# ---- design 1 ----
Design 1, clock wiring as the flow saved it:
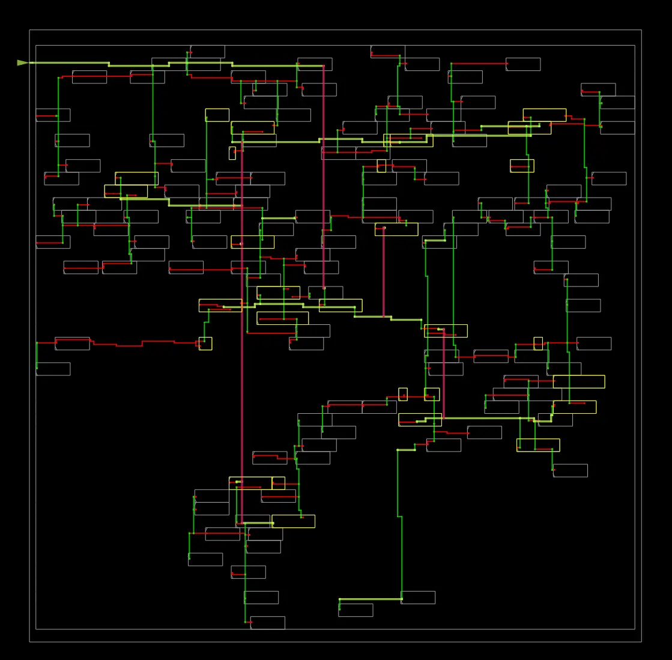

===== src/rtl/line_pixel_walker.sv =====
// Walks the Bresenham line between two ROM-resolved pins and emits one pixel per handshake.
// Optional feature macro: STRING_LINE_OMIT_END_EN (drop the end pixel so chained strings share pins once).
module line_pixel_walker #(
  parameter int unsigned PIN_W   = 8,
  parameter int unsigned COORD_W = 10
) (
  input  logic               clk,
  input  logic               reset,
  input  logic               req_val,
  output logic               req_rdy,
  input  logic [PIN_W-1:0]   pin_1_index,
  input  logic [PIN_W-1:0]   pin_2_index,
  input  logic               add_or_remove,
  output logic [PIN_W-1:0]   pin_addr,
  input  logic [COORD_W-1:0] pin_x,
  input  logic [COORD_W-1:0] pin_y,
  output logic               pix_val,
  input  logic               pix_rdy,
  output logic [COORD_W-1:0] pix_x,
  output logic [COORD_W-1:0] pix_y,
  output logic               pix_add,
  output logic               line_done,
  output logic               busy
);

  localparam int unsigned SW = COORD_W + 2;
  localparam logic signed [SW-1:0] ZERO = '0;

  typedef enum logic [2:0] {IDLE, FETCH1, FETCH2, SETUP, DRAW, DONE} state_t;

  state_t                state;
  logic [PIN_W-1:0]      p2_idx;
  logic [COORD_W-1:0]    x1, y1, x2, y2;
  logic signed [SW-1:0]  dx, dy, err;
  logic                  sx_neg, sy_neg;

  logic signed [SW-1:0]  diff_x_c, diff_y_c, abs_x_c, abs_y_c, e2_c, err_nxt_c;
  logic                  step_x_c, step_y_c, at_end_c, next_end_c, finish_c, same_c;
  logic [COORD_W-1:0]    x_nxt_c, y_nxt_c;

  // Setup deltas from the captured start point and the end point on the ROM bus
  always_comb begin
    diff_x_c = $signed({2'b00, pin_x}) - $signed({2'b00, x1});
    diff_y_c = $signed({2'b00, pin_y}) - $signed({2'b00, y1});
    abs_x_c  = (diff_x_c < ZERO) ? -diff_x_c : diff_x_c;
    abs_y_c  = (diff_y_c < ZERO) ? -diff_y_c : diff_y_c;
    same_c   = (pin_x == x1) && (pin_y == y1);
  end

  // One Bresenham step; both rules use the same e2
  always_comb begin
    e2_c      = err <<< 1;
    step_x_c  = (e2_c >= dy);
    step_y_c  = (e2_c <= dx);
    err_nxt_c = err + (step_x_c ? dy : ZERO) + (step_y_c ? dx : ZERO);
    x_nxt_c   = pix_x;
    y_nxt_c   = pix_y;
    if (step_x_c) x_nxt_c = sx_neg ? pix_x - COORD_W'(1) : pix_x + COORD_W'(1);
    if (step_y_c) y_nxt_c = sy_neg ? pix_y - COORD_W'(1) : pix_y + COORD_W'(1);
    at_end_c   = (pix_x == x2) && (pix_y == y2);
    next_end_c = (x_nxt_c == x2) && (y_nxt_c == y2);
`ifdef STRING_LINE_OMIT_END_EN
    finish_c = next_end_c;
`else
    finish_c = at_end_c;
`endif
  end

  always_ff @(posedge clk) begin
    if (reset) begin
      state     <= IDLE;
      req_rdy   <= 1'b1;
      busy      <= 1'b0;
      pin_addr  <= '0;
      p2_idx    <= '0;
      x1        <= '0;
      y1        <= '0;
      x2        <= '0;
      y2        <= '0;
      dx        <= '0;
      dy        <= '0;
      err       <= '0;
      sx_neg    <= 1'b0;
      sy_neg    <= 1'b0;
      pix_val   <= 1'b0;
      pix_x     <= '0;
      pix_y     <= '0;
      pix_add   <= 1'b0;
      line_done <= 1'b0;
    end else begin
      case (state)
        IDLE: begin
          if (req_val) begin
            pin_addr <= pin_1_index;
            p2_idx   <= pin_2_index;
            pix_add  <= add_or_remove;
            req_rdy  <= 1'b0;
            busy     <= 1'b1;
            state    <= FETCH1;
          end
        end
        FETCH1: begin
          pin_addr <= p2_idx;
          state    <= FETCH2;
        end
        FETCH2: begin
          x1    <= pin_x;
          y1    <= pin_y;
          state <= SETUP;
        end
        SETUP: begin
          x2     <= pin_x;
          y2     <= pin_y;
          pix_x  <= x1;
          pix_y  <= y1;
          dx     <= abs_x_c;
          dy     <= -abs_y_c;
          err    <= abs_x_c - abs_y_c;
          sx_neg <= !(x1 < pin_x);
          sy_neg <= !(y1 < pin_y);
`ifdef STRING_LINE_OMIT_END_EN
          if (same_c) begin
            line_done <= 1'b1;
            state     <= DONE;
          end else begin
            pix_val <= 1'b1;
            state   <= DRAW;
          end
`else
          pix_val <= 1'b1;
          state   <= DRAW;
`endif
        end
        DRAW: begin
          if (pix_val && pix_rdy) begin
            if (finish_c) begin
              pix_val   <= 1'b0;
              line_done <= 1'b1;
              state     <= DONE;
            end else begin
              pix_x <= x_nxt_c;
              pix_y <= y_nxt_c;
              err   <= err_nxt_c;
            end
          end
        end
        DONE: begin
          line_done <= 1'b0;
          req_rdy   <= 1'b1;
          busy      <= 1'b0;
          state     <= IDLE;
        end
        default: state <= IDLE;
      endcase
    end
  end

  // same_c only steers SETUP when the end pixel is omitted; at_end_c/next_end_c feed finish_c
  logic unused_c;
  assign unused_c = same_c ^ at_end_c ^ next_end_c;

endmodule


===== config.mk =====
export PLATFORM = sky130hd
export DESIGN_NAME = line_pixel_walker
export DESIGN_NICKNAME = d
export VERILOG_FILES = /design/src/rtl/line_pixel_walker.sv
export SDC_FILE = /design/constraint.sdc
export NUM_CORES = 1
export LEC_CHECK = 0
export CORE_UTILIZATION = 54
export CTS_CLUSTER_DIAMETER = 40
export DETAILED_ROUTE_END_ITERATION = 6
export PLACE_DENSITY = 0.84
export SKIP_LAST_GASP = 1
export SLEW_MARGIN = 25
export SYNTH_ARGS = -nofsm -noshare
export SYNTH_HDL_FRONTEND = slang
export SYNTH_SLANG_ARGS = --single-unit

===== constraint.sdc =====
create_clock -name clk -period 9.6 [get_ports clk]
set_input_delay 1.92 -clock clk [delete_from_list [all_inputs] [get_ports clk]]
set_output_delay 1.92 -clock clk [all_outputs]
set_load 0.01 [all_outputs]

# ---- design 2 ----
<file path="src/rtl/frame_pkg.sv">
// Shared sizes, opcodes, command payload and FSM encoding for the snake frame RAM arbiter.
package frame_pkg;

   localparam int unsigned COLS = 60;
   localparam int unsigned ROWS = 64;
   localparam int unsigned AW   = 6;
   localparam int unsigned XW   = 6;

   localparam logic [1:0] OP_SET    = 2'b00;
   localparam logic [1:0] OP_CLR    = 2'b01;
   localparam logic [1:0] OP_TGL    = 2'b10;
   localparam logic [1:0] OP_CLRALL = 2'b11;

   typedef enum logic [2:0] {
      ST_IDLE = 3'd0,
      ST_RD   = 3'd1,
      ST_CAP  = 3'd2,
      ST_WR   = 3'd3,
      ST_CLR  = 3'd4
   } state_t;

   typedef struct packed {
      logic [1:0]    op;
      logic [XW-1:0] x;
      logic [AW-1:0] y;
   } cmd_t;

endpackage

</file>
<file path="src/rtl/row_bit_modify.sv">
// Combinational single-cell update of one playfield row; an out-of-range index leaves the row untouched.
module row_bit_modify
   import frame_pkg::*;
(
   input  logic [COLS-1:0] row,
   input  logic [XW-1:0]   idx,
   input  logic [1:0]      op,
   output logic [COLS-1:0] new_row
);

   logic [COLS-1:0] mask;

   always_comb begin
      mask    = COLS'(1) << idx;
      new_row = row;
      case (op)
         OP_SET:  new_row = row | mask;
         OP_CLR:  new_row = row & ~mask;
         OP_TGL:  new_row = row ^ mask;
         default: new_row = '0;
      endcase
   end

endmodule

</file>
<file path="src/rtl/frame_ram_arbiter.sv">
// Single-port frame RAM owner: the display read path has absolute priority, game commands
// run as read-modify-write (or a full-screen clear) in the cycles the display leaves idle.
module frame_ram_arbiter
   import frame_pkg::*;
(
   input  logic            clk,
   input  logic            rst,
   input  logic            disp_req,
   input  logic [AW-1:0]   disp_addr,
   output logic [COLS-1:0] disp_rdata,
   output logic            disp_valid,
   input  logic            cmd_valid,
   output logic            cmd_ready,
   input  logic [1:0]      cmd_op,
   input  logic [XW-1:0]   cmd_x,
   input  logic [AW-1:0]   cmd_y,
   output logic            cmd_done,
   output logic            cmd_err,
   output logic [AW-1:0]   ram_addr,
   output logic            ram_we,
   output logic [COLS-1:0] ram_wdata,
   input  logic [COLS-1:0] ram_rdata
);

   state_t          state_q, state_d;
   cmd_t            cmd_q, cmd_d;
   logic [COLS-1:0] row_q, row_d;
   logic [AW-1:0]   cnt_q, cnt_d;
   logic            done_d, err_d;
   logic            fsm_we;
   logic [AW-1:0]   fsm_addr;
   logic [COLS-1:0] fsm_wdata;
   logic [COLS-1:0] mod_row;

   row_bit_modify u_modify (
      .row     (ram_rdata),
      .idx     (cmd_q.x),
      .op      (cmd_q.op),
      .new_row (mod_row)
   );

   assign disp_rdata = ram_rdata;

   always_ff @(posedge clk or posedge rst) begin
      if (rst) begin
         state_q    <= ST_IDLE;
         cmd_q      <= '0;
         row_q      <= '0;
         cnt_q      <= '0;
         disp_valid <= 1'b0;
         cmd_done   <= 1'b0;
         cmd_err    <= 1'b0;
      end else begin
         state_q    <= state_d;
         cmd_q      <= cmd_d;
         row_q      <= row_d;
         cnt_q      <= cnt_d;
         disp_valid <= disp_req;
         cmd_done   <= done_d;
         cmd_err    <= err_d;
      end
   end

   // Next state and the FSM's view of the RAM port; the display overrides it below.
   always_comb begin
      state_d   = state_q;
      cmd_d     = cmd_q;
      row_d     = row_q;
      cnt_d     = cnt_q;
      done_d    = 1'b0;
      err_d     = 1'b0;
      fsm_we    = 1'b0;
      fsm_addr  = cmd_q.y;
      fsm_wdata = '0;
      cmd_ready = 1'b0;

      case (state_q)
         ST_IDLE: begin
            cmd_ready = ~rst;
            if (cmd_valid) begin
               cmd_d = '{op: cmd_op, x: cmd_x, y: cmd_y};
               if (cmd_op == OP_CLRALL) begin
                  state_d = ST_CLR;
                  cnt_d   = '0;
               end else if (cmd_x >= XW'(COLS)) begin
                  done_d = 1'b1;
                  err_d  = 1'b1;
               end else begin
                  state_d = ST_RD;
               end
            end
         end
         ST_RD: begin
            if (!disp_req) state_d = ST_CAP;
         end
         // Read data here always belongs to the RD read, even if the display is asking now.
         ST_CAP: begin
            row_d   = mod_row;
            state_d = ST_WR;
         end
         ST_WR: begin
            fsm_wdata = row_q;
            if (!disp_req) begin
               fsm_we  = 1'b1;
               done_d  = 1'b1;
               state_d = ST_IDLE;
            end
         end
         ST_CLR: begin
            fsm_addr = cnt_q;
            if (!disp_req) begin
               fsm_we = 1'b1;
               cnt_d  = cnt_q + AW'(1);
               if (cnt_q == AW'(ROWS - 1)) begin
                  done_d  = 1'b1;
                  state_d = ST_IDLE;
               end
            end
         end
         default: state_d = ST_IDLE;
      endcase
   end

   // Display wins the port outright; reset forces an idle, all-zero port.
   always_comb begin
      ram_addr  = fsm_addr;
      ram_we    = fsm_we;
      ram_wdata = fsm_we ? fsm_wdata : '0;
      if (disp_req) begin
         ram_addr  = disp_addr;
         ram_we    = 1'b0;
         ram_wdata = '0;
      end
      if (rst) begin
         ram_addr  = '0;
         ram_we    = 1'b0;
         ram_wdata = '0;
      end
   end

endmodule
</file>
<file path="config.mk">
export PLATFORM = sky130hd
export DESIGN_NAME = frame_ram_arbiter
export DESIGN_NICKNAME = d
export VERILOG_FILES = /design/src/rtl/frame_pkg.sv /design/src/rtl/row_bit_modify.sv /design/src/rtl/frame_ram_arbiter.sv
export SDC_FILE = /design/constraint.sdc
export NUM_CORES = 1
export LEC_CHECK = 0
export ABC_CLOCK_PERIOD_IN_PS = 7540
export CAP_MARGIN = 20
export CORE_ASPECT_RATIO = 2
export CORE_MARGIN = 3
export CORE_UTILIZATION = 50
export DETAILED_ROUTE_END_ITERATION = 10
export PLACE_DENSITY = 0.82
export SLEW_MARGIN = 30
export SYNTH_ARGS = -nofsm -noshare
export SYNTH_HDL_FRONTEND = slang
export SYNTH_SLANG_ARGS = --single-unit
export TNS_END_PERCENT = 5
</file>
<file path="constraint.sdc">
create_clock -name clk -period 7.54 [get_ports clk]
set_input_delay 1.508 -clock clk [delete_from_list [all_inputs] [get_ports clk]]
set_output_delay 1.508 -clock clk [all_outputs]
set_load 0.05 [all_outputs]
</file>
# ---- design 3 ----
===== src/rtl/swing_sequencer_if.sv =====
`default_nettype none
// ============================================================================
//  Module      : swing_sequencer_if
//  Description : Control and status bundle between the metronome tempo logic
//                and the swing sequencer (tempo/amplitude in, angle/beat out).
//  Revision    : 1.0  initial release
// ============================================================================
interface swing_sequencer_if;
   logic [9:0]  tempo;
   logic [31:0] amplitude;
   logic        frame_tick;
   logic        enable;
   logic [31:0] angle;
   logic        beat;
   logic        dir;
   logic        busy;

   modport master (
      output tempo, amplitude, frame_tick, enable,
      input  angle, beat, dir, busy
   );

   modport slave (
      input  tempo, amplitude, frame_tick, enable,
      output angle, beat, dir, busy
   );
endinterface
`default_nettype wire


===== src/rtl/swing_sequencer.sv =====
`default_nettype none
// ============================================================================
//  Module      : swing_sequencer
//  Description : Turns swing amplitude and tempo into a per-frame pendulum
//                angle sweeping -amp..+amp once per beat. The per-frame step
//                (2*amp*tempo / (60*FRAME_RATE)) is rebuilt by a shift-add
//                multiply followed by a restoring divide whenever the inputs
//                change. A beat pulse marks each end of the swing.
//                Optional: define SWING_TEMPO_CLAMP_EN to clamp nonzero tempo
//                into [59, 240] before it is latched.
//  Revision    : 1.0  initial release
// ============================================================================
module swing_sequencer #(
   parameter int FRAME_RATE = 60,
   parameter int MUL_CYCLES = 10,
   parameter int DIV_CYCLES = 40
) (
   input  logic             clk,
   input  logic             reset,
   swing_sequencer_if.slave bus
);

   // Divisor must stay below 2^31 so the remainder fits in 31 bits.
   localparam logic [31:0] c_beat_den = 32'(60 * FRAME_RATE);
   localparam logic [7:0]  c_mul_last = 8'(MUL_CYCLES - 1);
   localparam logic [7:0]  c_div_last = 8'(DIV_CYCLES - 1);

   typedef enum logic [1:0] {
      S_IDLE = 2'd0,
      S_MUL  = 2'd1,
      S_DIV  = 2'd2,
      S_RUN  = 2'd3
   } state_t;

   state_t      r_state;
   logic [9:0]  r_tempo;
   logic [31:0] r_amp;
   logic [39:0] r_mcand;
   logic [9:0]  r_mplier;
   logic [39:0] r_prod;      // product during MUL, quotient shifts in during DIV
   logic [30:0] r_rem;
   logic [7:0]  r_cnt;
   logic [31:0] r_step;
   logic [31:0] r_angle;
   logic        r_dir;
   logic        r_beat;
   logic        r_busy;

   logic [9:0]  w_tempo_eff;
   logic        w_change;
   logic        w_new_zero;
   logic [31:0] w_trial;
   logic        w_ge;
   logic [39:0] w_quo;
   logic signed [32:0] w_angle_x;
   logic signed [32:0] w_amp_x;
   logic signed [32:0] w_up;
   logic signed [32:0] w_dn;

`ifdef SWING_TEMPO_CLAMP_EN
   // Clamp a running tempo into the supported range; zero still means stop.
   always_comb begin
      w_tempo_eff = bus.tempo;
      if (bus.tempo == 10'd0)
         w_tempo_eff = 10'd0;
      else if (bus.tempo < 10'd59)
         w_tempo_eff = 10'd59;
      else if (bus.tempo > 10'd240)
         w_tempo_eff = 10'd240;
   end
`else
   assign w_tempo_eff = bus.tempo;
`endif

   assign w_change   = (w_tempo_eff != r_tempo) || (bus.amplitude != r_amp);
   assign w_new_zero = (w_tempo_eff == 10'd0) || (bus.amplitude == 32'd0);

   // One restoring-divide step: bring down the next dividend bit and try
   // subtracting the divisor.
   assign w_trial = {r_rem, r_prod[39]};
   assign w_ge    = (w_trial >= c_beat_den);
   assign w_quo   = {r_prod[38:0], w_ge};

   // 33-bit signed view of the swing so that +/- step can never wrap.
   assign w_angle_x = {r_angle[31], r_angle};
   assign w_amp_x   = {1'b0, r_amp};
   assign w_up      = w_angle_x + $signed({1'b0, r_step});
   assign w_dn      = w_angle_x - $signed({1'b0, r_step});

   // Sequencer: change detect, step computation and per-frame swing update.
   always_ff @(posedge clk) begin
      if (reset) begin
         r_state  <= S_IDLE;
         r_tempo  <= '0;
         r_amp    <= '0;
         r_mcand  <= '0;
         r_mplier <= '0;
         r_prod   <= '0;
         r_rem    <= '0;
         r_cnt    <= '0;
         r_step   <= '0;
         r_angle  <= '0;
         r_dir    <= 1'b1;
         r_beat   <= 1'b0;
         r_busy   <= 1'b0;
      end else begin
         r_beat <= 1'b0;
         if (w_change) begin
            // New inputs win over everything, including a coincident tick.
            r_tempo  <= w_tempo_eff;
            r_amp    <= bus.amplitude;
            r_mcand  <= {11'd0, bus.amplitude[27:0], 1'b0};
            r_mplier <= w_tempo_eff;
            r_prod   <= '0;
            r_rem    <= '0;
            r_cnt    <= '0;
            if (w_new_zero) begin
               r_state <= S_IDLE;
               r_busy  <= 1'b0;
               r_angle <= '0;
               r_dir   <= 1'b1;
            end else begin
               r_state <= S_MUL;
               r_busy  <= 1'b1;
            end
         end else begin
            case (r_state)
               S_IDLE: begin
                  r_angle <= '0;
                  r_dir   <= 1'b1;
               end
               S_MUL: begin
                  if (r_mplier[0])
                     r_prod <= r_prod + r_mcand;
                  r_mcand  <= {r_mcand[38:0], 1'b0};
                  r_mplier <= {1'b0, r_mplier[9:1]};
                  if (r_cnt == c_mul_last) begin
                     r_cnt   <= '0;
                     r_state <= S_DIV;
                  end else begin
                     r_cnt <= r_cnt + 8'd1;
                  end
               end
               S_DIV: begin
                  r_rem  <= w_ge ? 31'(w_trial - c_beat_den) : w_trial[30:0];
                  r_prod <= w_quo;
                  if (r_cnt == c_div_last) begin
                     r_cnt   <= '0;
                     r_step  <= w_quo[31:0];
                     r_state <= S_RUN;
                     r_busy  <= 1'b0;
                     // A smaller amplitude may leave the pendulum out of range.
                     if (w_angle_x > w_amp_x)
                        r_angle <= r_amp;
                     else if (w_angle_x < -w_amp_x)
                        r_angle <= -r_amp;
                  end else begin
                     r_cnt <= r_cnt + 8'd1;
                  end
               end
               S_RUN: begin
                  // A zero step leaves the pendulum frozen without beats.
                  if (bus.frame_tick && bus.enable && (r_step != 32'd0)) begin
                     if (r_dir) begin
                        if (w_up >= w_amp_x) begin
                           r_angle <= r_amp;
                           r_dir   <= 1'b0;
                           r_beat  <= 1'b1;
                        end else begin
                           r_angle <= w_up[31:0];
                        end
                     end else begin
                        if (w_dn <= -w_amp_x) begin
                           r_angle <= -r_amp;
                           r_dir   <= 1'b1;
                           r_beat  <= 1'b1;
                        end else begin
                           r_angle <= w_dn[31:0];
                        end
                     end
                  end
               end
               default: r_state <= S_IDLE;
            endcase
         end
         // Parked pendulum: centred, ready to restart upward, no beats.
         if (!bus.enable) begin
            r_angle <= '0;
            r_dir   <= 1'b1;
            r_beat  <= 1'b0;
         end
      end
   end

   assign bus.angle = r_angle;
   assign bus.beat  = r_beat;
   assign bus.dir   = r_dir;
   assign bus.busy  = r_busy;

endmodule
`default_nettype wire


===== src/flat_wrapper.sv =====
// flat-port wrapper written by rule: the top's interface ports become plain ports
module swing_sequencer_flat 
#(
   parameter int FRAME_RATE = 60,
   parameter int MUL_CYCLES = 10,
   parameter int DIV_CYCLES = 40
)
  (clk, reset, bus_tempo, bus_amplitude, bus_frame_tick, bus_enable, bus_angle, bus_beat, bus_dir, bus_busy);
  swing_sequencer_if bus_i ();
  input  logic clk;
  input  logic reset;
  input wire logic [$bits(bus_i.tempo)-1:0] bus_tempo;
  input wire logic [$bits(bus_i.amplitude)-1:0] bus_amplitude;
  input wire logic [$bits(bus_i.frame_tick)-1:0] bus_frame_tick;
  input wire logic [$bits(bus_i.enable)-1:0] bus_enable;
  output wire logic [$bits(bus_i.angle)-1:0] bus_angle;
  output wire logic [$bits(bus_i.beat)-1:0] bus_beat;
  output wire logic [$bits(bus_i.dir)-1:0] bus_dir;
  output wire logic [$bits(bus_i.busy)-1:0] bus_busy;
  assign bus_i.tempo = bus_tempo;
  assign bus_i.amplitude = bus_amplitude;
  assign bus_i.frame_tick = bus_frame_tick;
  assign bus_i.enable = bus_enable;
  assign bus_angle = bus_i.angle;
  assign bus_beat = bus_i.beat;
  assign bus_dir = bus_i.dir;
  assign bus_busy = bus_i.busy;
  swing_sequencer #(.FRAME_RATE(FRAME_RATE), .MUL_CYCLES(MUL_CYCLES), .DIV_CYCLES(DIV_CYCLES)) u_core (.clk(clk), .reset(reset), .bus(bus_i));
endmodule

===== config.mk =====
export PLATFORM = sky130hd
export DESIGN_NAME = swing_sequencer_flat
export DESIGN_NICKNAME = d
export VERILOG_FILES = /design/src/rtl/swing_sequencer_if.sv /design/src/rtl/swing_sequencer.sv /design/src/flat_wrapper.sv
export SDC_FILE = /design/constraint.sdc
export NUM_CORES = 1
export LEC_CHECK = 0
export CAP_MARGIN = 10
export CORE_ASPECT_RATIO = 1.5
export CORE_MARGIN = 2
export CORE_UTILIZATION = 55
export DETAILED_ROUTE_END_ITERATION = 8
export PLACE_DENSITY_LB_ADDON = 0.08
export SKIP_CTS_REPAIR_TIMING = 1
export SYNTH_ARGS = -nofsm -noshare
export SYNTH_HDL_FRONTEND = slang
export SYNTH_SLANG_ARGS = --single-unit

===== constraint.sdc =====
create_clock -name clk -period 14.4 [get_ports clk]
set_input_delay 2.88 -clock clk [delete_from_list [all_inputs] [get_ports clk]]
set_output_delay 2.88 -clock clk [all_outputs]
set_load 0.005 [all_outputs]

# ---- design 4 ----
==> config.mk <==
export PLATFORM = sky130hd
export DESIGN_NAME = clk_div_bank
export DESIGN_NICKNAME = d
export VERILOG_FILES = /design/src/rtl/clk_div_defs.sv /design/src/rtl/clk_div_chan.sv /design/src/rtl/clk_div_bank.sv
export SDC_FILE = /design/constraint.sdc
export NUM_CORES = 1
export LEC_CHECK = 0
export ABC_AREA = 1
export CAP_MARGIN = 15
export CELL_PAD_IN_SITES_DETAIL_PLACEMENT = 0
export CELL_PAD_IN_SITES_GLOBAL_PLACEMENT = 1
export CORE_ASPECT_RATIO = 2
export CORE_MARGIN = 3
export CORE_UTILIZATION = 30
export DETAILED_ROUTE_END_ITERATION = 8
export PLACE_DENSITY_LB_ADDON = 0.1
export RECOVER_POWER = 100
export SLEW_MARGIN = 20
export SYNTH_ARGS = -nofsm -noshare
export SYNTH_HDL_FRONTEND = slang
export SYNTH_SLANG_ARGS = --single-unit
==> constraint.sdc <==
create_clock -name clk_100M -period 9.5 [get_ports clk_100M]
set_input_delay 2.375 -clock clk_100M [delete_from_list [all_inputs] [get_ports clk_100M]]
set_output_delay 2.375 -clock clk_100M [all_outputs]
set_load 0.01 [all_outputs]
==> src/rtl/clk_div_defs.sv <==
// -----------------------------------------------------------------------------
// clk_div_defs
// Shared constants for the clock divider bank.
//   CLK_HZ        : input clock frequency in Hz
//   DIV_SCAN_50K  : divisor that gives a true 50 kHz from CLK_HZ (display scan)
//   DIV_MIN       : smallest legal divisor; smaller writes saturate to this
//   div_for_hz(f) : divisor (full period in input clocks) for output freq f
// -----------------------------------------------------------------------------
package clk_div_defs;

  localparam int unsigned CLK_HZ       = 100_000_000;
  localparam int unsigned DIV_SCAN_50K = 2000;
  localparam int unsigned DIV_MIN      = 2;

  // A zero request returns 0 rather than dividing by zero; callers treat 0 as
  // "not a usable divisor" and the bank saturates it to DIV_MIN anyway.
  function automatic int unsigned div_for_hz(input int unsigned f);
    return (f == 0) ? 0 : (CLK_HZ / f);
  endfunction

endpackage

==> src/rtl/clk_div_chan.sv <==
// -----------------------------------------------------------------------------
// clk_div_chan
// One divider channel: counter, active divisor, pending divisor, square wave
// and one-cycle tick.
// Ports:
//   clk, rst_n   : clock and asynchronous active-low reset
//   en           : channel enable; low holds the counter and outputs at 0
//   wr           : divisor write strobe for this channel (already decoded)
//   wr_val       : divisor to write (already saturated to the legal minimum)
//   clk_out      : registered square wave, high H=(D+1)>>1 of every D cycles
//   tick         : one-cycle pulse coincident with cnt == 0 after a wrap
//   pend         : a written divisor waits for the next wrap
//   div_cur      : active divisor D
// -----------------------------------------------------------------------------
module clk_div_chan
  import clk_div_defs::*;
#(
  parameter int CNT_W   = 16,
  parameter int DEF_DIV = int'(DIV_SCAN_50K)
) (
  input  logic             clk,
  input  logic             rst_n,
  input  logic             en,
  input  logic             wr,
  input  logic [CNT_W-1:0] wr_val,
  output logic             clk_out,
  output logic             tick,
  output logic             pend,
  output logic [CNT_W-1:0] div_cur
);

  logic [CNT_W-1:0] cnt_q, cnt_d;
  logic [CNT_W-1:0] div_q, div_d;
  logic [CNT_W-1:0] pend_val_q, pend_val_d;
  logic             pend_q, pend_d;
  logic             clk_out_q, clk_out_d;
  logic             tick_q, tick_d;

  logic             wrap;
  logic [CNT_W-1:0] cnt_n;
  logic [CNT_W:0]   half;

  always_comb begin
    cnt_d      = cnt_q;
    div_d      = div_q;
    pend_val_d = pend_val_q;
    pend_d     = pend_q;
    clk_out_d  = clk_out_q;
    tick_d     = tick_q;

    wrap  = (cnt_q == (div_q - CNT_W'(1)));
    cnt_n = wrap ? '0 : (cnt_q + CNT_W'(1));
    // One extra bit so D = 2^CNT_W-1 does not overflow when rounding up.
    half  = ({1'b0, div_q} + (CNT_W+1)'(1)) >> 1;

    if (!en) begin
      cnt_d     = '0;
      clk_out_d = 1'b0;
      tick_d    = 1'b0;
      // No period is running, so there is no boundary to wait for.
      if (wr) begin
        div_d  = wr_val;
        pend_d = 1'b0;
      end else if (pend_q) begin
        div_d  = pend_val_q;
        pend_d = 1'b0;
      end
    end else begin
      cnt_d     = cnt_n;
      clk_out_d = ({1'b0, cnt_n} < half);
      tick_d    = wrap;
      if (wrap) begin
        // A write landing on the wrap edge is newer than any pending value.
        if (wr) begin
          div_d = wr_val;
        end else if (pend_q) begin
          div_d = pend_val_q;
        end
        pend_d = 1'b0;
      end else if (wr) begin
        pend_val_d = wr_val;
        pend_d     = 1'b1;
      end
    end
  end

  always_ff @(posedge clk or negedge rst_n) begin
    if (!rst_n) begin
      cnt_q      <= '0;
      div_q      <= CNT_W'(DEF_DIV);
      pend_val_q <= '0;
      pend_q     <= 1'b0;
      clk_out_q  <= 1'b0;
      tick_q     <= 1'b0;
    end else begin
      cnt_q      <= cnt_d;
      div_q      <= div_d;
      pend_val_q <= pend_val_d;
      pend_q     <= pend_d;
      clk_out_q  <= clk_out_d;
      tick_q     <= tick_d;
    end
  end

  assign clk_out = clk_out_q;
  assign tick    = tick_q;
  assign pend    = pend_q;
  assign div_cur = div_q;

endmodule

==> src/rtl/clk_div_bank.sv <==
// -----------------------------------------------------------------------------
// clk_div_bank
// Bank of NUM_CH independent runtime-programmable clock dividers. Each channel
// yields a registered square wave and a one-cycle tick per period of D input
// clocks. New divisors take effect only at a period boundary.
// Ports:
//   clk_100M  : system clock
//   rst_n     : asynchronous active-low reset
//   ch_en     : per-channel enable
//   cfg_we    : divisor write strobe
//   cfg_sel   : target channel; values >= NUM_CH are ignored
//   cfg_div   : new divisor; values below MIN_DIV saturate to MIN_DIV
//   clk_out   : per-channel divided clock (fabric signal, not a global clock)
//   tick      : per-channel one-cycle pulse, once per period
//   cfg_pend  : per-channel "written divisor waits for next wrap"
//   div_cur   : active divisors, channel i at [i*CNT_W +: CNT_W]
//
// Config interface: cfg_we is a single-cycle strobe with no ready/back-pressure;
// every strobe with a valid cfg_sel is accepted on the edge that samples it.
// -----------------------------------------------------------------------------
module clk_div_bank
  import clk_div_defs::*;
#(
  parameter  int NUM_CH  = 4,
  parameter  int CNT_W   = 16,
  parameter  int DEF_DIV = int'(DIV_SCAN_50K),
  parameter  int MIN_DIV = int'(DIV_MIN),
  localparam int SEL_W   = (NUM_CH > 1) ? $clog2(NUM_CH) : 1
) (
  input  logic                    clk_100M,
  input  logic                    rst_n,
  input  logic [NUM_CH-1:0]       ch_en,
  input  logic                    cfg_we,
  input  logic [SEL_W-1:0]        cfg_sel,
  input  logic [CNT_W-1:0]        cfg_div,
  output logic [NUM_CH-1:0]       clk_out,
  output logic [NUM_CH-1:0]       tick,
  output logic [NUM_CH-1:0]       cfg_pend,
  output logic [NUM_CH*CNT_W-1:0] div_cur
);

  logic [NUM_CH-1:0] wr_vec;
  logic [CNT_W-1:0]  wr_val;

  always_comb begin
    wr_val = (cfg_div < CNT_W'(MIN_DIV)) ? CNT_W'(MIN_DIV) : cfg_div;
    // A select beyond the last channel matches no index, so the write is
    // dropped without touching any channel.
    wr_vec = '0;
    for (int i = 0; i < NUM_CH; i++) begin
      wr_vec[i] = cfg_we && (32'(cfg_sel) == i);
    end
  end

  for (genvar g = 0; g < NUM_CH; g++) begin : g_chan
    clk_div_chan #(
      .CNT_W   (CNT_W),
      .DEF_DIV (DEF_DIV)
    ) u_chan (
      .clk     (clk_100M),
      .rst_n   (rst_n),
      .en      (ch_en[g]),
      .wr      (wr_vec[g]),
      .wr_val  (wr_val),
      .clk_out (clk_out[g]),
      .tick    (tick[g]),
      .pend    (cfg_pend[g]),
      .div_cur (div_cur[g*CNT_W +: CNT_W])
    );
  end

endmodule
Design 1, signal wires on met4:
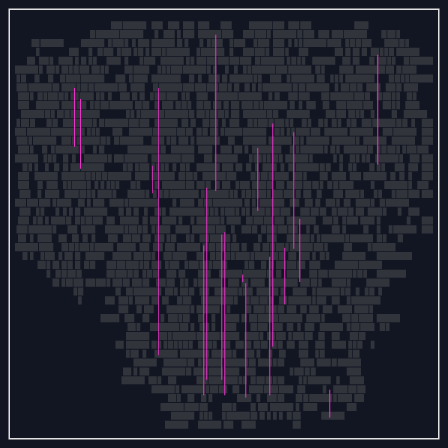
- wire length on this layer: 653 um
- share of all routed wire: 2.7%
- longest straight run: 81.6 um
- nets with wire on the layer: 16

About 'clock wiring as the flow saved it' of design 1:
total CTS buffers: 17
Clock buffer cells: 21
TritonCTS Sinks: 121
Worst-Skew Late Latency: 420 ps

==> flow_summary.json, design 1 <==
{
  "ys_sh_xor": 0.07335,
  "required_ps": 9940,
  "status": "finished clean",
  "gp_congestion": 0.8855,
  "wire_per_inst_um": 16.96,
  "grt_overflow": 0,
  "coreArea_mm2": 0.01606,
  "std_cell_rows": 46,
  "ir_drop_mv": 0.1562,
  "worstPathMaxFanout": 9,
  "cp_num_buf_inv": 4,
  "ys.flops": 121,
  "path_cells": "clkdlybuf4s50_1, inv_1, ha_1, inv_1, fa_1, a211oi_2, nor3_2, nor3_4, o21a_1, nand2_1, o21ai_0, inv_1, ha_1, nor2b_1, o21ai_0, a21oi_1, o21ai_0, a21oi_1, o21a_1, o21a_1, o311a_1, nor3_1",
  "grt_usage": 0.2814,
  "grt_pass1_vias": 7840,
  "min_period_ps": 6271
}
==> design 1: cell type report <==
type,instances,share of cell area
Multi-Input combinational cell,903,0.5800
Sequential cell,121,0.2316
Timing Repair Buffer,81,0.07609
Clock buffer,21,0.04402
Inverter,92,0.03302
Tap cell,216,0.02584
Clock inverter,8,0.009451
==> design 1: cell families (layout without fill, tap and decap cells) <==
kind of cell               Yosys count  count (layout)
xor gates and xnor gates            72              72
and+or+nand+nor                    437             437
AOI/OAI and AO/OA                  293             293
adders and majority gates           96              96
DFF                                121             121
buffers and inverters              140             202
muxes                                5               5
==> design 1: path summary, 6_finish.rpt <==
kind | slack (ps) | endpoint | depth (start not counted) | from
max | 3330 | err[7] | 22 | pin_y[0]
min | 440 | req_rdy | 2 | req_rdy
max reg2reg | 4000 | err[10] | 18 | err[5]
min reg2reg | 440 | req_rdy | 2 | req_rdy
==> design 1: power breakdown <==
part | internal, W | switching, W | total [W]
Combinational | 0.000210 | 0.000312 | 0.000522
Sequential | 0.000524 | 0.0000191 | 0.000543
Clock | 0.000389 | 0.000228 | 0.000618
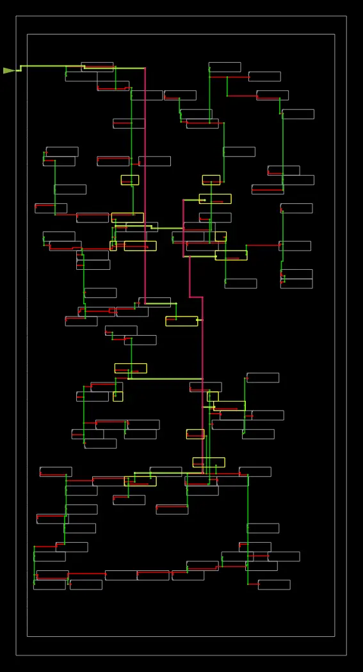
Design 2: clock wiring as the flow saved it
Power Clock: 0.000442 W
Flops: 86
skew final: 12.08 ps
Clock buffer cells: 12
Worst-Skew Late Latency: 340 ps

Design 2, signal wires on met4:
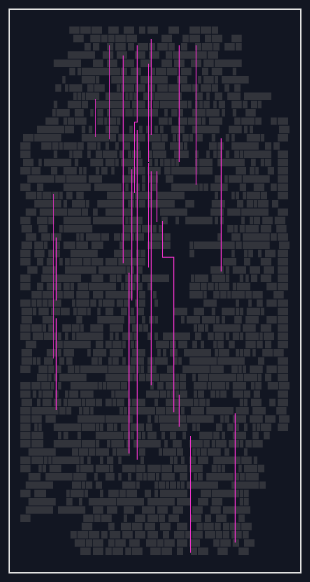
- wire length on this layer: 942 um
- share of all routed wire: 4.3%
- longest straight run: 108 um
- main direction: vertical
- nets with wire on the layer: 20

==> flow_summary.json, design 2 <==
{
  "max_freq_ghz": 0.1718,
  "via_per_inst": 5.361,
  "diodes": 0,
  "wirelength_met1_um": 7871,
  "arrival_ps": 4310,
  "status": "finished clean",
  "startpoint": "rst",
  "placed_area_mm2": 0.009754,
  "final_layout_size_suffix_gt1_frac": 0.05882,
  "timing.final.max_slew_violations": 0,
  "synth.area.mux_share": 0.02224,
  "most_common_cell": "nand2_1",
  "cts_buffers": 9,
  "grtUsageMet3": 0.03496,
  "yosys.area_share.adder": 0.1895,
  "top_cell_area_share": 0.2693,
  "nWellTaps": 198
}
-- design 2: power groups by stage --
stage          logic (W)  clock network (W)  registers (W)
5_1_grt          0.00187           0.000468       0.000970
3_3_place_gp     0.00164                  0       0.000938
4_1_cts          0.00171           0.000447       0.000936
2_1_floorplan    0.00136                  0       0.000784
6_report         0.00169           0.000442       0.000939
3_5_place_dp     0.00170                  0       0.000943
-- design 2: placed cells by master (no fill, tap or decap), types with 6 or more instances in the layout --
cell and count:
dfrtp_1 84, or2_2 17, nor2_1 77, and2_1 62, ha_1 121, a21o_1 16, nand2_1 149, a31oi_1 41
inv_1 91, clkbuf_16 9, a311oi_1 6, nand2b_1 6, nor3_1 9, a21oi_1 22, clkdlybuf4s50_1 214, o32a_1 20
a211o_1 25, nand3_1 6, mux2_2 14, nor2b_1 68
-- design 2: per-stage QoR --
| step | std cells | power, W |
|---|---|---|
| after CTS | 1303 | 0.003091 |
| after global routing | 1303 | 0.003306 |
| after floorplan | 991 | 0.002148 |
| after global placement | 1286 | 0.002576 |
| final | 1303 | 0.003074 |
| after detailed placement | 1287 | 0.002646 |
Design 4, clock wiring as the flow saved it:
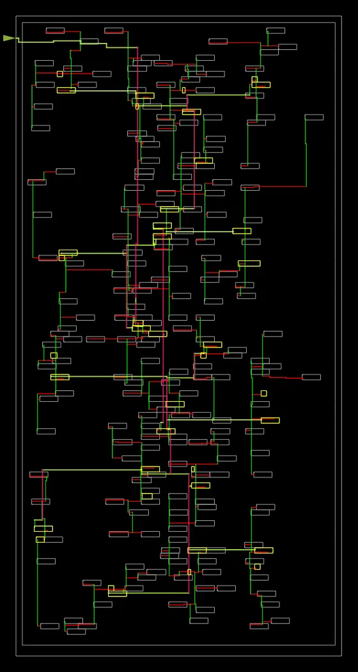
skew final: 16.91 ps
Clock buffer cells: 30
Power Clock: 0.000890 W
Flops: 204

==> flow_summary.json, design 4 <==
{
  "status": "finished, violations left",
  "violations": "max-capacitance violations, max-slew violations",
  "rsz0062_at_grt": "no",
  "max_freq_ghz": 0.1624,
  "ys_sh_aoi": 0.1065,
  "cts.clk_slew.worst_paths_ps": 70,
  "p_clk_frac": 0.257,
  "switchingPower_w": 0.001437,
  "ys_seq_share": 0.3438,
  "largest_class": "logic gates",
  "grtUsageMet3": 0.02587,
  "timing.final.max_slew_violations": 214,
  "startpoint": "cfg_sel[0]",
  "yosys_area_mm2": 0.01493,
  "min_from": "g_chan[0].u_chan.pend_val_q[1]",
  "max_cap_violations": 6,
  "arrival_ps": 6600
}
## design 4: critical path: cells and delay by family
| kind | cells | cell delay (ps) |
|---|---|---|
| AOI/OAI and AO/OA | 3 | 2180 |
| buffers and inverters | 3 | 1830 |
| and+or+nand+nor | 1 | 190 |
## design 4: synth_stat cells, drive strengths merged (3+ instances only)
cell	number
a31oi	3
nand3b	16
nor3b	4
nor4	12
o221ai	3
xnor2	44
nand3	93
o21ai	166
buf	58
o211ai	32
dfstp	24
nor2	285
nor3	63
or2	6
nand4	28
nand2	523
clkbuf	16
a211oi	13
ha	72
inv	241
dfrtp	180
a21oi	27
xor2	86
mux2	15
## design 4: power by group through the flow
stage | registers, W | clock network, W | logic (W)
after detailed placement | 0.00129 | 0 | 0.00138
after floorplan | 0.00119 | 0 | 0.000964
final | 0.00126 | 0.000890 | 0.00130
after global routing | 0.00129 | 0.000955 | 0.00149
after CTS | 0.00128 | 0.000926 | 0.00139
after global placement | 0.00130 | 0 | 0.00137
Design 3, placed cells, one color a class:
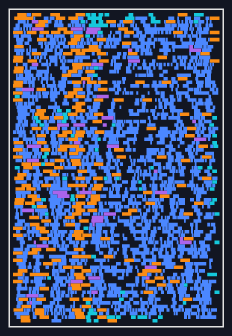
- cyan: remaining buffers and delay cells (cells 95)
- orange: sequential cells (cells 239)
- purple: clock drivers and dummy loads (cells 48)
- blue: combinational and other logic (cells 2255)

==> flow_summary.json, design 3 <==
{
  "status": "finished, violations left",
  "violations": "design-rule violations",
  "arrival_ps": 7290,
  "cts_buffer_depth": 3,
  "top_cells_by_count": "329 x nor2_1, 241 x ha_1, 239 x dfxtp_1, 196 x a21oi_1, 142 x nand2_1",
  "synth.area.mux_share": 0.04219,
  "cts_root_buffer": "clkbuf_16",
  "cts_buffers": 26,
  "drc": 1,
  "async_reset_ff_frac": 0,
  "internal_power_w": 0.001156,
  "min_from": "u_core.bus.busy",
  "maxSlewHeadroom": 0.1769,
  "min_to": "u_core.bus.busy",
  "grt.busiest_layer": "met2",
  "seq_power_share": 0.440,
  "mostFrequentLayoutCells": "327 x nor2_1, 239 x ha_1, 239 x dfxtp_1, 196 x a21oi_1, 142 x nand2_1",
  "num_io_pins": 81,
  "nFillCells": 3431,
  "coreArea_mm2": 0.03734,
  "max_freq_ghz": 0.1459,
  "use_met2": 0.6517,
  "p_per_area_mw_per_mm2": 69.62,
  "ir_drop_mv": 0.09006,
  "cts.clk_slew.worst_paths_ps": 80,
  "logic_family": "AND-OR/OR-AND gates",
  "io_buffer_count": 80,
  "top_cell_area_share": 0.2312
}
[design 3: layout make-up]
type / instances / area [um^2] / area share
diodes: 1 / 2.502 / 0.0001107
clock buffers: 35 / 745.7 / 0.03298
clock inverters: 13 / 160.2 / 0.007084
inverters: 134 / 503.0 / 0.02225
multi-input cells: 2121 / 14890 / 0.6586
flip-flops and latches: 239 / 4785 / 0.2116
well taps: 489 / 611.8 / 0.02706
repair buffers: 95 / 910.9 / 0.04029
[design 3: worst max-delay path, cell delays in order, from the launching register on]
cell and delay, ps:
dfxtp_1 410, inv_1 140, ha_1 180, inv_1 60, fa_1 440, a211oi_2 300, o21ai_0 170, a31o_2 290
a21oi_1 150, buf_4 170, o21ai_1 220, a21boi_0 370, xnor2_1 270, inv_1 100, ha_1 340, nand4_1 120
nor4_1 720, o311a_1 320, a211oi_1 60, o211ai_1 590, nor2_2 90, inv_2 410, nand2_1 300, o21ai_0 380
o32ai_1 120
[design 3: through the flow]
step | area (um^2) | worst slack, ps
6_report | 22610 | 7547
5_1_grt | 22610 | 7282
3_5_place_dp | 21700 | 7567
4_1_cts | 22610 | 7788
3_3_place_gp | 21700 | 7579
2_1_floorplan | 20700 | 9216

# ---- design 5 ----
Design 5, clock wiring as the flow saved it:
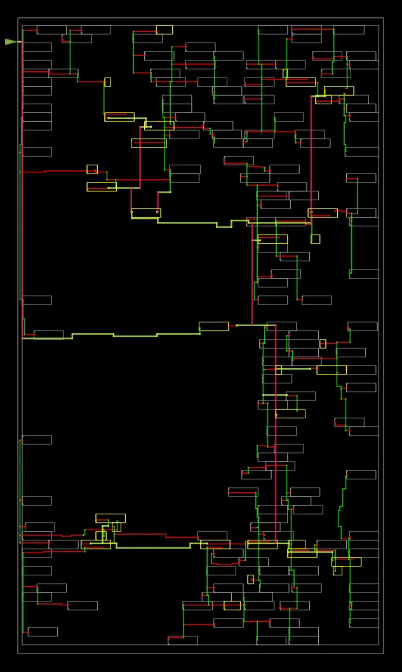

**src/rtl/alu_exec_if.sv**
```systemverilog
// Request/response bundle between the execute-stage pipeline control and alu_exec.
// The pipeline side is the master; the ALU is the slave.
interface alu_exec_if #(
    parameter int XLEN = 32
);
    logic            start;
    logic            kill;
    logic [3:0]      alucontrol;
    logic [XLEN-1:0] a;
    logic [XLEN-1:0] b;
    logic            ready;
    logic            done;
    logic [XLEN-1:0] result;
    logic            zero;
    logic            illegal;

    modport master (
        output start, kill, alucontrol, a, b,
        input  ready, done, result, zero, illegal
    );

    modport slave (
        input  start, kill, alucontrol, a, b,
        output ready, done, result, zero, illegal
    );
endinterface

```
**src/rtl/alu_exec.sv**
```systemverilog
// RV32I execute-stage ALU: single-cycle logic/arith/shift ops plus an iterative
// shift-add multiplier that stalls the pipeline through the ready/done handshake.
module alu_exec #(
    parameter int XLEN = 32,
    parameter int CW   = 6
) (
    input  logic      clk,
    input  logic      rst_n,
    alu_exec_if.slave bus
);
    typedef enum logic {
        IDLE = 1'b0,
        MUL  = 1'b1
    } state_t;

    localparam logic [3:0] OP_AND = 4'b0000;
    localparam logic [3:0] OP_OR  = 4'b0001;
    localparam logic [3:0] OP_ADD = 4'b0010;
    localparam logic [3:0] OP_MUL = 4'b0100;
    localparam logic [3:0] OP_SUB = 4'b0110;
    localparam logic [3:0] OP_SLL = 4'b1110;

    state_t          state_q;
    logic            ready_q;
    logic            done_q;
    logic            zero_q;
    logic            illegal_q;
    logic [XLEN-1:0] result_q;
    logic [XLEN-1:0] acc_q;
    logic [XLEN-1:0] mcand_q;
    logic [XLEN-1:0] mplier_q;
    logic [CW-1:0]   count_q;

    logic            accept;
    logic [XLEN-1:0] opResult_d;
    logic            opLegal_d;
    logic [XLEN-1:0] accSum_d;

    assign accept = (state_q == IDLE) && bus.start && !bus.kill;

    always_comb begin
        opResult_d = '0;
        opLegal_d  = 1'b1;
        case (bus.alucontrol)
            OP_AND:  opResult_d = bus.a & bus.b;
            OP_OR:   opResult_d = bus.a | bus.b;
            OP_ADD:  opResult_d = bus.a + bus.b;
            OP_SUB:  opResult_d = bus.a - bus.b;
            OP_SLL:  opResult_d = bus.a << bus.b[4:0];
            default: opLegal_d  = 1'b0;
        endcase
    end

    // Partial-product accumulate for the current multiplier bit.
    assign accSum_d = mplier_q[0] ? (acc_q + mcand_q) : acc_q;

    always_ff @(posedge clk or negedge rst_n) begin
        if (!rst_n) begin
            state_q   <= IDLE;
            ready_q   <= 1'b1;
            done_q    <= 1'b0;
            result_q  <= '0;
            zero_q    <= 1'b1;
            illegal_q <= 1'b0;
            acc_q     <= '0;
            mcand_q   <= '0;
            mplier_q  <= '0;
            count_q   <= '0;
        end else begin
            done_q <= 1'b0;
            case (state_q)
                IDLE: begin
                    if (accept) begin
                        if (bus.alucontrol == OP_MUL) begin
                            mcand_q  <= bus.a;
                            mplier_q <= bus.b;
                            acc_q    <= '0;
                            count_q  <= '0;
                            state_q  <= MUL;
                            ready_q  <= 1'b0;
                        end else begin
                            result_q  <= opLegal_d ? opResult_d : '0;
                            zero_q    <= opLegal_d ? (opResult_d == '0) : 1'b1;
                            illegal_q <= !opLegal_d;
                            done_q    <= 1'b1;
                        end
                    end
                end
                MUL: begin
                    // A flush wins over completion: drop the product silently.
                    if (bus.kill) begin
                        state_q <= IDLE;
                        ready_q <= 1'b1;
                        count_q <= '0;
                    end else begin
                        acc_q    <= accSum_d;
                        mcand_q  <= mcand_q << 1;
                        mplier_q <= mplier_q >> 1;
                        count_q  <= count_q + CW'(1);
                        if (count_q == CW'(XLEN - 1)) begin
                            result_q  <= accSum_d;
                            zero_q    <= (accSum_d == '0);
                            illegal_q <= 1'b0;
                            done_q    <= 1'b1;
                            state_q   <= IDLE;
                            ready_q   <= 1'b1;
                            count_q   <= '0;
                        end
                    end
                end
            endcase
        end
    end

    assign bus.ready   = ready_q;
    assign bus.done    = done_q;
    assign bus.result  = result_q;
    assign bus.zero    = zero_q;
    assign bus.illegal = illegal_q;
endmodule

```
**src/flat_wrapper.sv**
```systemverilog
// flat-port wrapper written by rule: the top's interface ports become plain ports
module alu_exec_flat 
#(
    parameter int XLEN = 32,
    parameter int CW   = 6
)
  (clk, rst_n, bus_start, bus_kill, bus_alucontrol, bus_a, bus_b, bus_ready, bus_done, bus_result, bus_zero, bus_illegal);
  alu_exec_if #(.XLEN(XLEN)) bus_i ();
  input  logic clk;
  input  logic rst_n;
  input wire logic [$bits(bus_i.start)-1:0] bus_start;
  input wire logic [$bits(bus_i.kill)-1:0] bus_kill;
  input wire logic [$bits(bus_i.alucontrol)-1:0] bus_alucontrol;
  input wire logic [$bits(bus_i.a)-1:0] bus_a;
  input wire logic [$bits(bus_i.b)-1:0] bus_b;
  output wire logic [$bits(bus_i.ready)-1:0] bus_ready;
  output wire logic [$bits(bus_i.done)-1:0] bus_done;
  output wire logic [$bits(bus_i.result)-1:0] bus_result;
  output wire logic [$bits(bus_i.zero)-1:0] bus_zero;
  output wire logic [$bits(bus_i.illegal)-1:0] bus_illegal;
  assign bus_i.start = bus_start;
  assign bus_i.kill = bus_kill;
  assign bus_i.alucontrol = bus_alucontrol;
  assign bus_i.a = bus_a;
  assign bus_i.b = bus_b;
  assign bus_ready = bus_i.ready;
  assign bus_done = bus_i.done;
  assign bus_result = bus_i.result;
  assign bus_zero = bus_i.zero;
  assign bus_illegal = bus_i.illegal;
  alu_exec #(.XLEN(XLEN), .CW(CW)) u_core (.clk(clk), .rst_n(rst_n), .bus(bus_i));
endmodule
```
**config.mk**
```make
export PLATFORM = sky130hd
export DESIGN_NAME = alu_exec_flat
export DESIGN_NICKNAME = d
export VERILOG_FILES = /design/src/rtl/alu_exec_if.sv /design/src/rtl/alu_exec.sv /design/src/flat_wrapper.sv
export SDC_FILE = /design/constraint.sdc
export NUM_CORES = 1
export LEC_CHECK = 0
export CAP_MARGIN = 20
export CORE_ASPECT_RATIO = 1.75
export CORE_UTILIZATION = 60
export DETAILED_ROUTE_END_ITERATION = 12
export PLACE_DENSITY = 0.82
export SLEW_MARGIN = 20
export SYNTH_ARGS = -nofsm -noshare
export SYNTH_HDL_FRONTEND = slang
export SYNTH_SLANG_ARGS = --single-unit
```
**constraint.sdc**
```tcl
create_clock -name clk -period 8.3 [get_ports clk]
set_input_delay 1.66 -clock clk [delete_from_list [all_inputs] [get_ports clk]]
set_output_delay 1.66 -clock clk [all_outputs]
set_load 0.05 [all_outputs]
```
# ---- design 6 ----
`src/rtl/mem_stage.sv`:
```
// rtl/mem_stage.sv - ARM pipeline memory-access stage with MEM/WB register
// Runs req/ack data-memory transactions for loads/stores and freezes upstream while outstanding.
module mem_stage #(
  parameter int BASE_ADDR = 1024,
  parameter int ADDR_W    = 16,
  parameter int TIMEOUT   = 16
) (
  input  logic              clk,
  input  logic              rst,
  input  logic              wb_en_in,
  input  logic              mem_read_en_in,
  input  logic              mem_write_en_in,
  input  logic [31:0]       alu_res_in,
  input  logic [31:0]       val_rm_in,
  input  logic [3:0]        dest_in,
  output logic              mem_req,
  output logic              mem_we,
  output logic [ADDR_W-1:0] mem_addr,
  output logic [31:0]       mem_wdata,
  input  logic [31:0]       mem_rdata,
  input  logic              mem_ack,
  output logic              freeze,
  output logic              bus_err,
  output logic              wb_en_out,
  output logic              mem_read_en_out,
  output logic [31:0]       alu_res_out,
  output logic [31:0]       mem_data_out,
  output logic [3:0]        dest_out
);

  typedef enum logic [1:0] {IDLE, WAIT, DONE} state_t;

  localparam int CNT_W = $clog2(TIMEOUT);

  state_t           state;
  logic [CNT_W-1:0] cnt;
  logic [31:0]      rdata_q;
  logic             access;

  assign access = mem_read_en_in | mem_write_en_in;

  // Held low during reset so an aborted transaction never leaves the pipe stalled.
  assign freeze = ~rst & (((state == IDLE) & access) | (state == WAIT));

  always_ff @(posedge clk or posedge rst) begin
    if (rst) begin
      state           <= IDLE;
      cnt             <= '0;
      rdata_q         <= '0;
      mem_req         <= 1'b0;
      mem_we          <= 1'b0;
      mem_addr        <= '0;
      mem_wdata       <= '0;
      bus_err         <= 1'b0;
      wb_en_out       <= 1'b0;
      mem_read_en_out <= 1'b0;
      alu_res_out     <= '0;
      mem_data_out    <= '0;
      dest_out        <= '0;
    end else begin
      bus_err <= 1'b0;
      case (state)
        IDLE: begin
          if (access) begin
            // Read wins when both enables are set.
            mem_req         <= 1'b1;
            mem_we          <= ~mem_read_en_in;
            mem_addr        <= ADDR_W'((alu_res_in - 32'(BASE_ADDR)) >> 2);
            mem_wdata       <= val_rm_in;
            cnt             <= '0;
            state           <= WAIT;
            wb_en_out       <= 1'b0;
            mem_read_en_out <= 1'b0;
          end else begin
            wb_en_out       <= wb_en_in;
            mem_read_en_out <= mem_read_en_in;
            alu_res_out     <= alu_res_in;
            dest_out        <= dest_in;
            mem_data_out    <= '0;
          end
        end
        WAIT: begin
          wb_en_out       <= 1'b0;
          mem_read_en_out <= 1'b0;
          cnt             <= cnt + 1'b1;
          if (mem_ack) begin
            mem_req <= 1'b0;
            rdata_q <= mem_we ? 32'd0 : mem_rdata;
            state   <= DONE;
          end else if (cnt == CNT_W'(TIMEOUT - 1)) begin
            mem_req <= 1'b0;
            rdata_q <= '0;
            bus_err <= 1'b1;
            state   <= DONE;
          end
        end
        DONE: begin
          wb_en_out       <= wb_en_in;
          mem_read_en_out <= mem_read_en_in;
          alu_res_out     <= alu_res_in;
          dest_out        <= dest_in;
          mem_data_out    <= rdata_q;
          state           <= IDLE;
        end
        default: state <= IDLE;
      endcase
    end
  end

endmodule

```
`config.mk`:
```
export PLATFORM = sky130hd
export DESIGN_NAME = mem_stage
export DESIGN_NICKNAME = d
export VERILOG_FILES = /design/src/rtl/mem_stage.sv
export SDC_FILE = /design/constraint.sdc
export NUM_CORES = 1
export LEC_CHECK = 0
export ABC_AREA = 1
export CELL_PAD_IN_SITES_DETAIL_PLACEMENT = 0
export CELL_PAD_IN_SITES_GLOBAL_PLACEMENT = 1
export CORE_MARGIN = 1.5
export CORE_UTILIZATION = 25
export DETAILED_ROUTE_END_ITERATION = 10
export GPL_ROUTABILITY_DRIVEN = 0
export GPL_TIMING_DRIVEN = 0
export PLACE_DENSITY = 0.64
export SLEW_MARGIN = 20
export SYNTH_ARGS = -nofsm -noshare
export SYNTH_HDL_FRONTEND = slang
export SYNTH_SLANG_ARGS = --single-unit
export TNS_END_PERCENT = 5
```
`constraint.sdc`:
```
create_clock -name clk -period 6.6 [get_ports clk]
set_input_delay 1.32 -clock clk [delete_from_list [all_inputs] [get_ports clk]]
set_output_delay 1.32 -clock clk [all_outputs]
set_load 0.005 [all_outputs]
```

==> layout pictures side by side <==
Clock network drawn from the DEF.
(a)
Bar = 50 um.
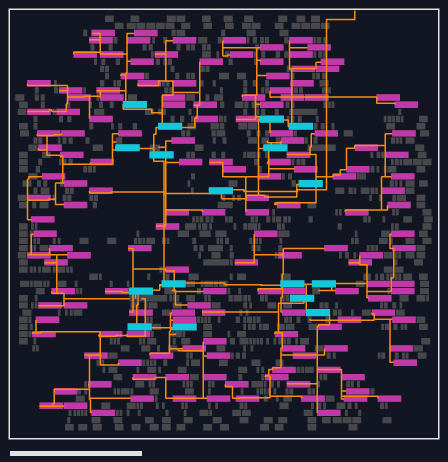
(b)
Bar = 20 um.
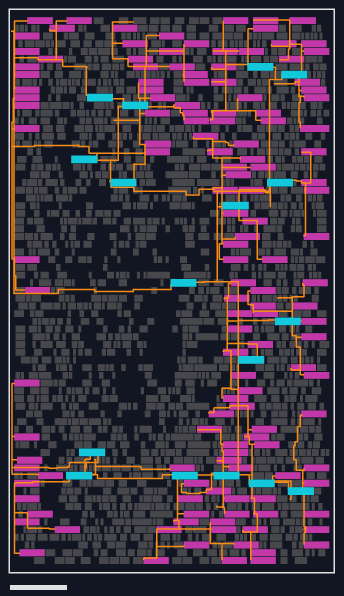
(a) is design 6.
(b) is design 5.

Design 6, clock wiring as the flow saved it:
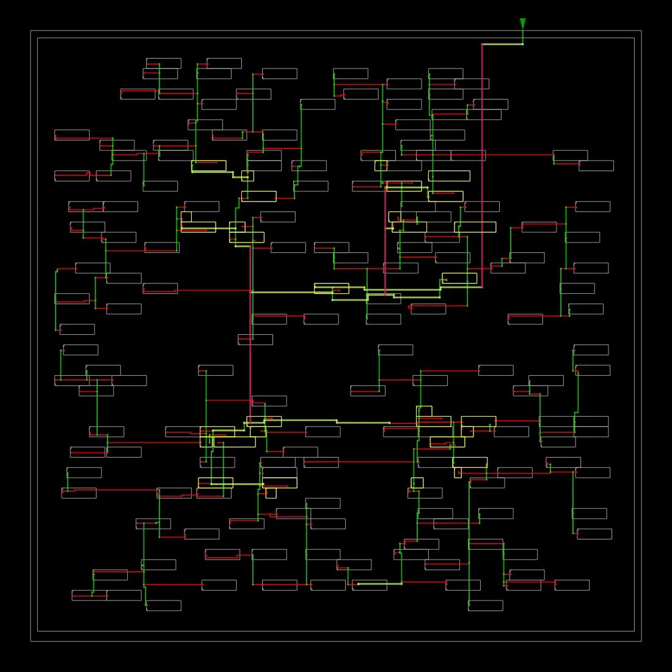
Clock buffer cells: 17
total CTS buffers: 17
Flops: 159
TritonCTS Sinks: 159
Worst-Skew Late Latency: 430 ps

Design 6, wiring heat map:
32 x 32 tiles, from dark blue (low) to red (high), scaled to the fullest tile. Values are wire area over tile area, all layers added.
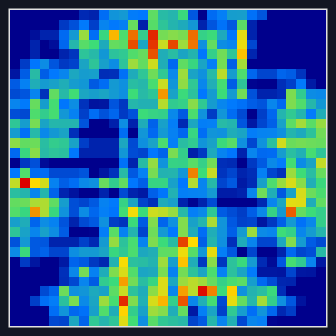
- mean over tiles: 0.12
- nearly empty tiles: 14%
- fullest tile: 0.38
- densest ninth of the die: bottom center

==> flow_summary.json, design 6 <==
{
  "postCtsSetupBuffers": 0,
  "netlist_instances": 686,
  "ys_cells": 686,
  "die_w_um": 162.4,
  "ys_warn_count": 0,
  "firstDrtPassIters": 4,
  "grt_first_pass_wirelength_um": 30540,
  "max_freq_ghz": 0.2187,
  "reg2reg_depth": 8,
  "maxUsedRoutingLayer": "met4",
  "instances_no_fill": 1276,
  "fin_util": 0.3873,
  "routed-via-count": 5399,
  "grt_overflow": 0,
  "cts_tree": "built",
  "drt_iter0_markers": 303,
  "syn-mean-instance-area_um2": 9.262,
  "ys_types": 23,
  "die_height_um": 162.4,
  "status": "finished clean"
}
-- design 6: stage by stage --
step	setup slack, ps	hold slack, ps
3_3_place_gp	-1670	462.3
2_1_floorplan	988.4	472.4
4_1_cts	2000	484.0
6_report	2027	478.7
5_1_grt	1896	490.8
3_5_place_dp	2000	464.5
-- design 6: logic make-up after synthesis --
group	share of synthesized area
flops	0.6262
fa+ha+maj	0.01182
simple gates	0.2066
compound gates	0.09079
buf+inv	0.06459
-- design 6: area by class of cell --
| type | instances | area, um^2 | area share |
|---|---|---|---|
| clock buffers | 17 | 425.4 | 0.04388 |
| multi-input cells | 429 | 1964 | 0.2026 |
| clock inverters | 15 | 196.4 | 0.02026 |
| inverters | 60 | 232.7 | 0.02400 |
| well taps | 330 | 412.9 | 0.04259 |
| repair buffers | 228 | 2300 | 0.2372 |
| flip-flops and latches | 159 | 3979 | 0.4104 |
| plain buffers | 38 | 185.2 | 0.01910 |
-- design 6: tightest hold or removal path, stage by stage (launching register included) --
cell and delay (ps):
dfrtp_1 340, nand2_1 50, nand2_1 60
-- design 6: report_power, final --
group,total (W),switching [W],internal (W)
Sequential,0.00164,0.000228,0.00142
Combinational,0.00176,0.000837,0.000926
Clock,0.00105,0.000444,0.000610
Design 5, placed cells, one color a class:
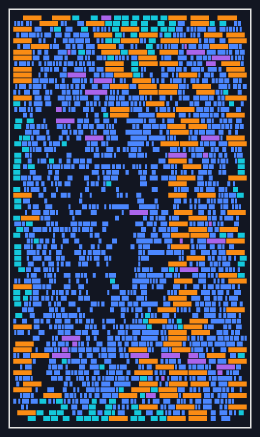
- cyan: remaining buffers and delay cells (cells 130)
- purple: clock drivers and dummy loads (cells 32)
- blue: combinational and other logic (cells 1370)
- orange: sequential cells (cells 139)

Notes on 'clock wiring as the flow saved it' of design 5 above:
Power Clock: 0.000753 W
Clock buffer cells: 22

==> flow_summary.json, design 5 <==
{
  "layout_top_cell": "nand2_1",
  "drt_iter0_markers": 1267,
  "postCtsSetupBuffers": 0,
  "totalWireLength_um": 46890,
  "power.total_w": 0.002936,
  "worstPathMaxFanout": 12,
  "status": "finished clean",
  "crit_type": "in -> reg",
  "firstDrtPassIters": 5,
  "p_per_area_mw_per_mm2": 195.8,
  "grt_first_pass_wirelength_um": 71930,
  "internal_power_w": 0.001728,
  "cts_sinks": 139,
  "crit_path_max_incr_delay_ps": 660,
  "combPwrFrac": 0.427,
  "fp-utilization": 0.6140
}
==> design 5: routing by layer <==
| metal | vias to the layer above | GRT usage | wire length (um) |
|---|---|---|---|
| met5 | - | 0 | 0 |
| met1 | 6397 | 0.4609 | 16820 |
| met3 | 212 | 0.06612 | 2919 |
| met2 | 632 | 0.7338 | 23320 |
| li1 | 6095 | - | - |
| met4 | 0 | 0.3213 | 3834 |
==> design 5: logic make-up (layout without fill, tap and decap cells) <==
kind of cell | count (synthesis) | count (layout) | share of synthesized area
XOR/XNOR | 70 | 70 | 0.04645
buffers and inverters | 129 | 184 | 0.03716
AND-OR/OR-AND | 507 | 507 | 0.2437
flip-flops | 139 | 139 | 0.2637
AND/OR/NAND/NOR | 523 | 523 | 0.1875
multiplexers | 152 | 152 | 0.1345
adder cells (fa/ha/maj) | 96 | 96 | 0.08701
==> design 5: sequential cells by signal, summed over array words and instances (netlist names) <==
| register | flops |
|---|---|
| u_core.acc_q | 32 |
| u_core.bus.done | 1 |
| u_core.bus.illegal | 1 |
| u_core.bus.ready | 1 |
| u_core.bus.result | 32 |
| u_core.bus.zero | 1 |
| u_core.count_q | 6 |
| u_core.mcand_q | 32 |
| u_core.mplier_q | 32 |
| u_core.state_q | 1 |


## Gallery

Clock network drawn from the DEF.
Plate I
Bar = 20 um.
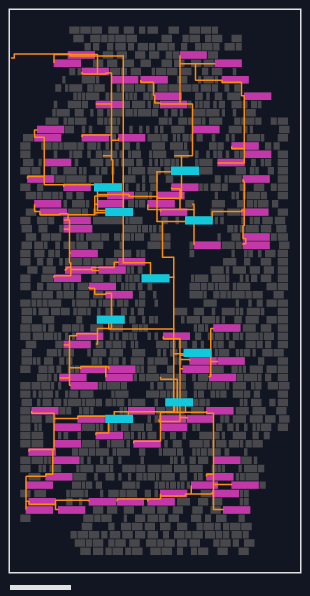
Plate II
Bar = 50 um.
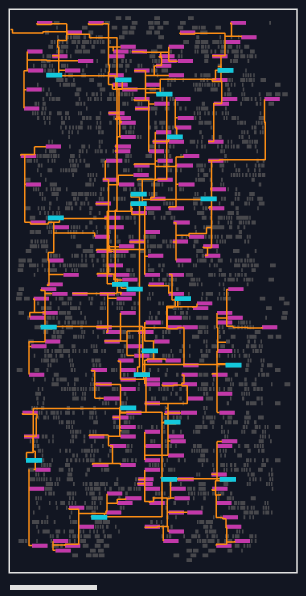
Plate III
Bar = 50 um.
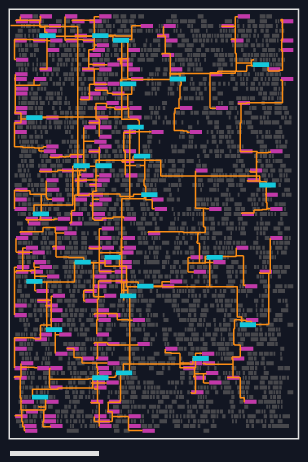
Plate IV
Bar = 50 um.
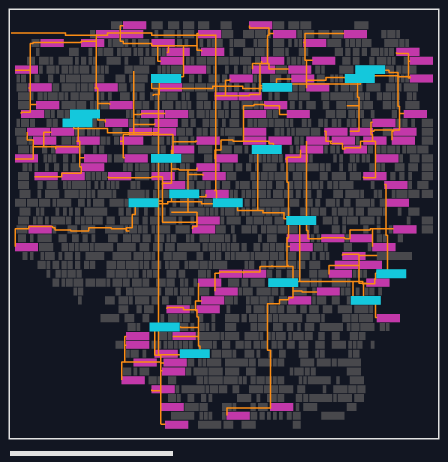
| picture | from |
|---|---|
| Plate II | design 4 |
| Plate IV | design 1 |
| Plate III | design 3 |
| Plate I | design 2 |


==> layout pictures side by side <==
Signal wires on met4.
panel A
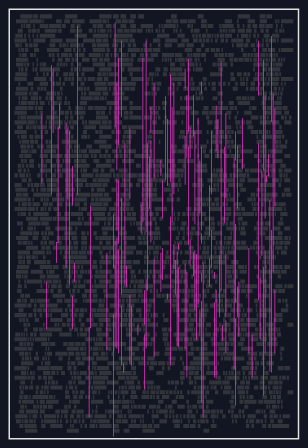
panel B
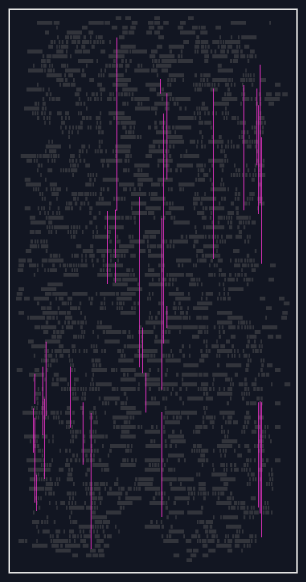
panel C
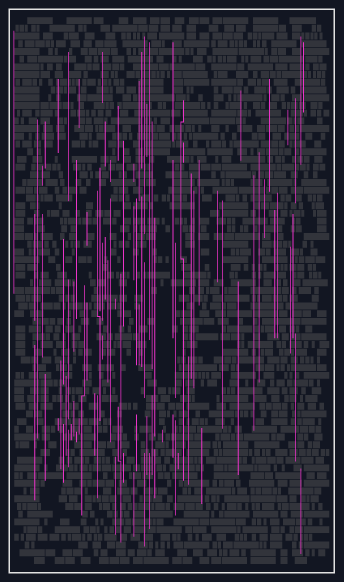
panel D
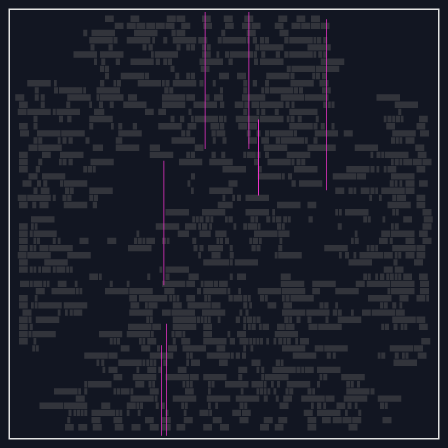
Panel C comes from design 5.
Panel B comes from design 4.
Panel A comes from design 3.
Panel D comes from design 6.

Power is estimated from default activity; no workload was simulated.
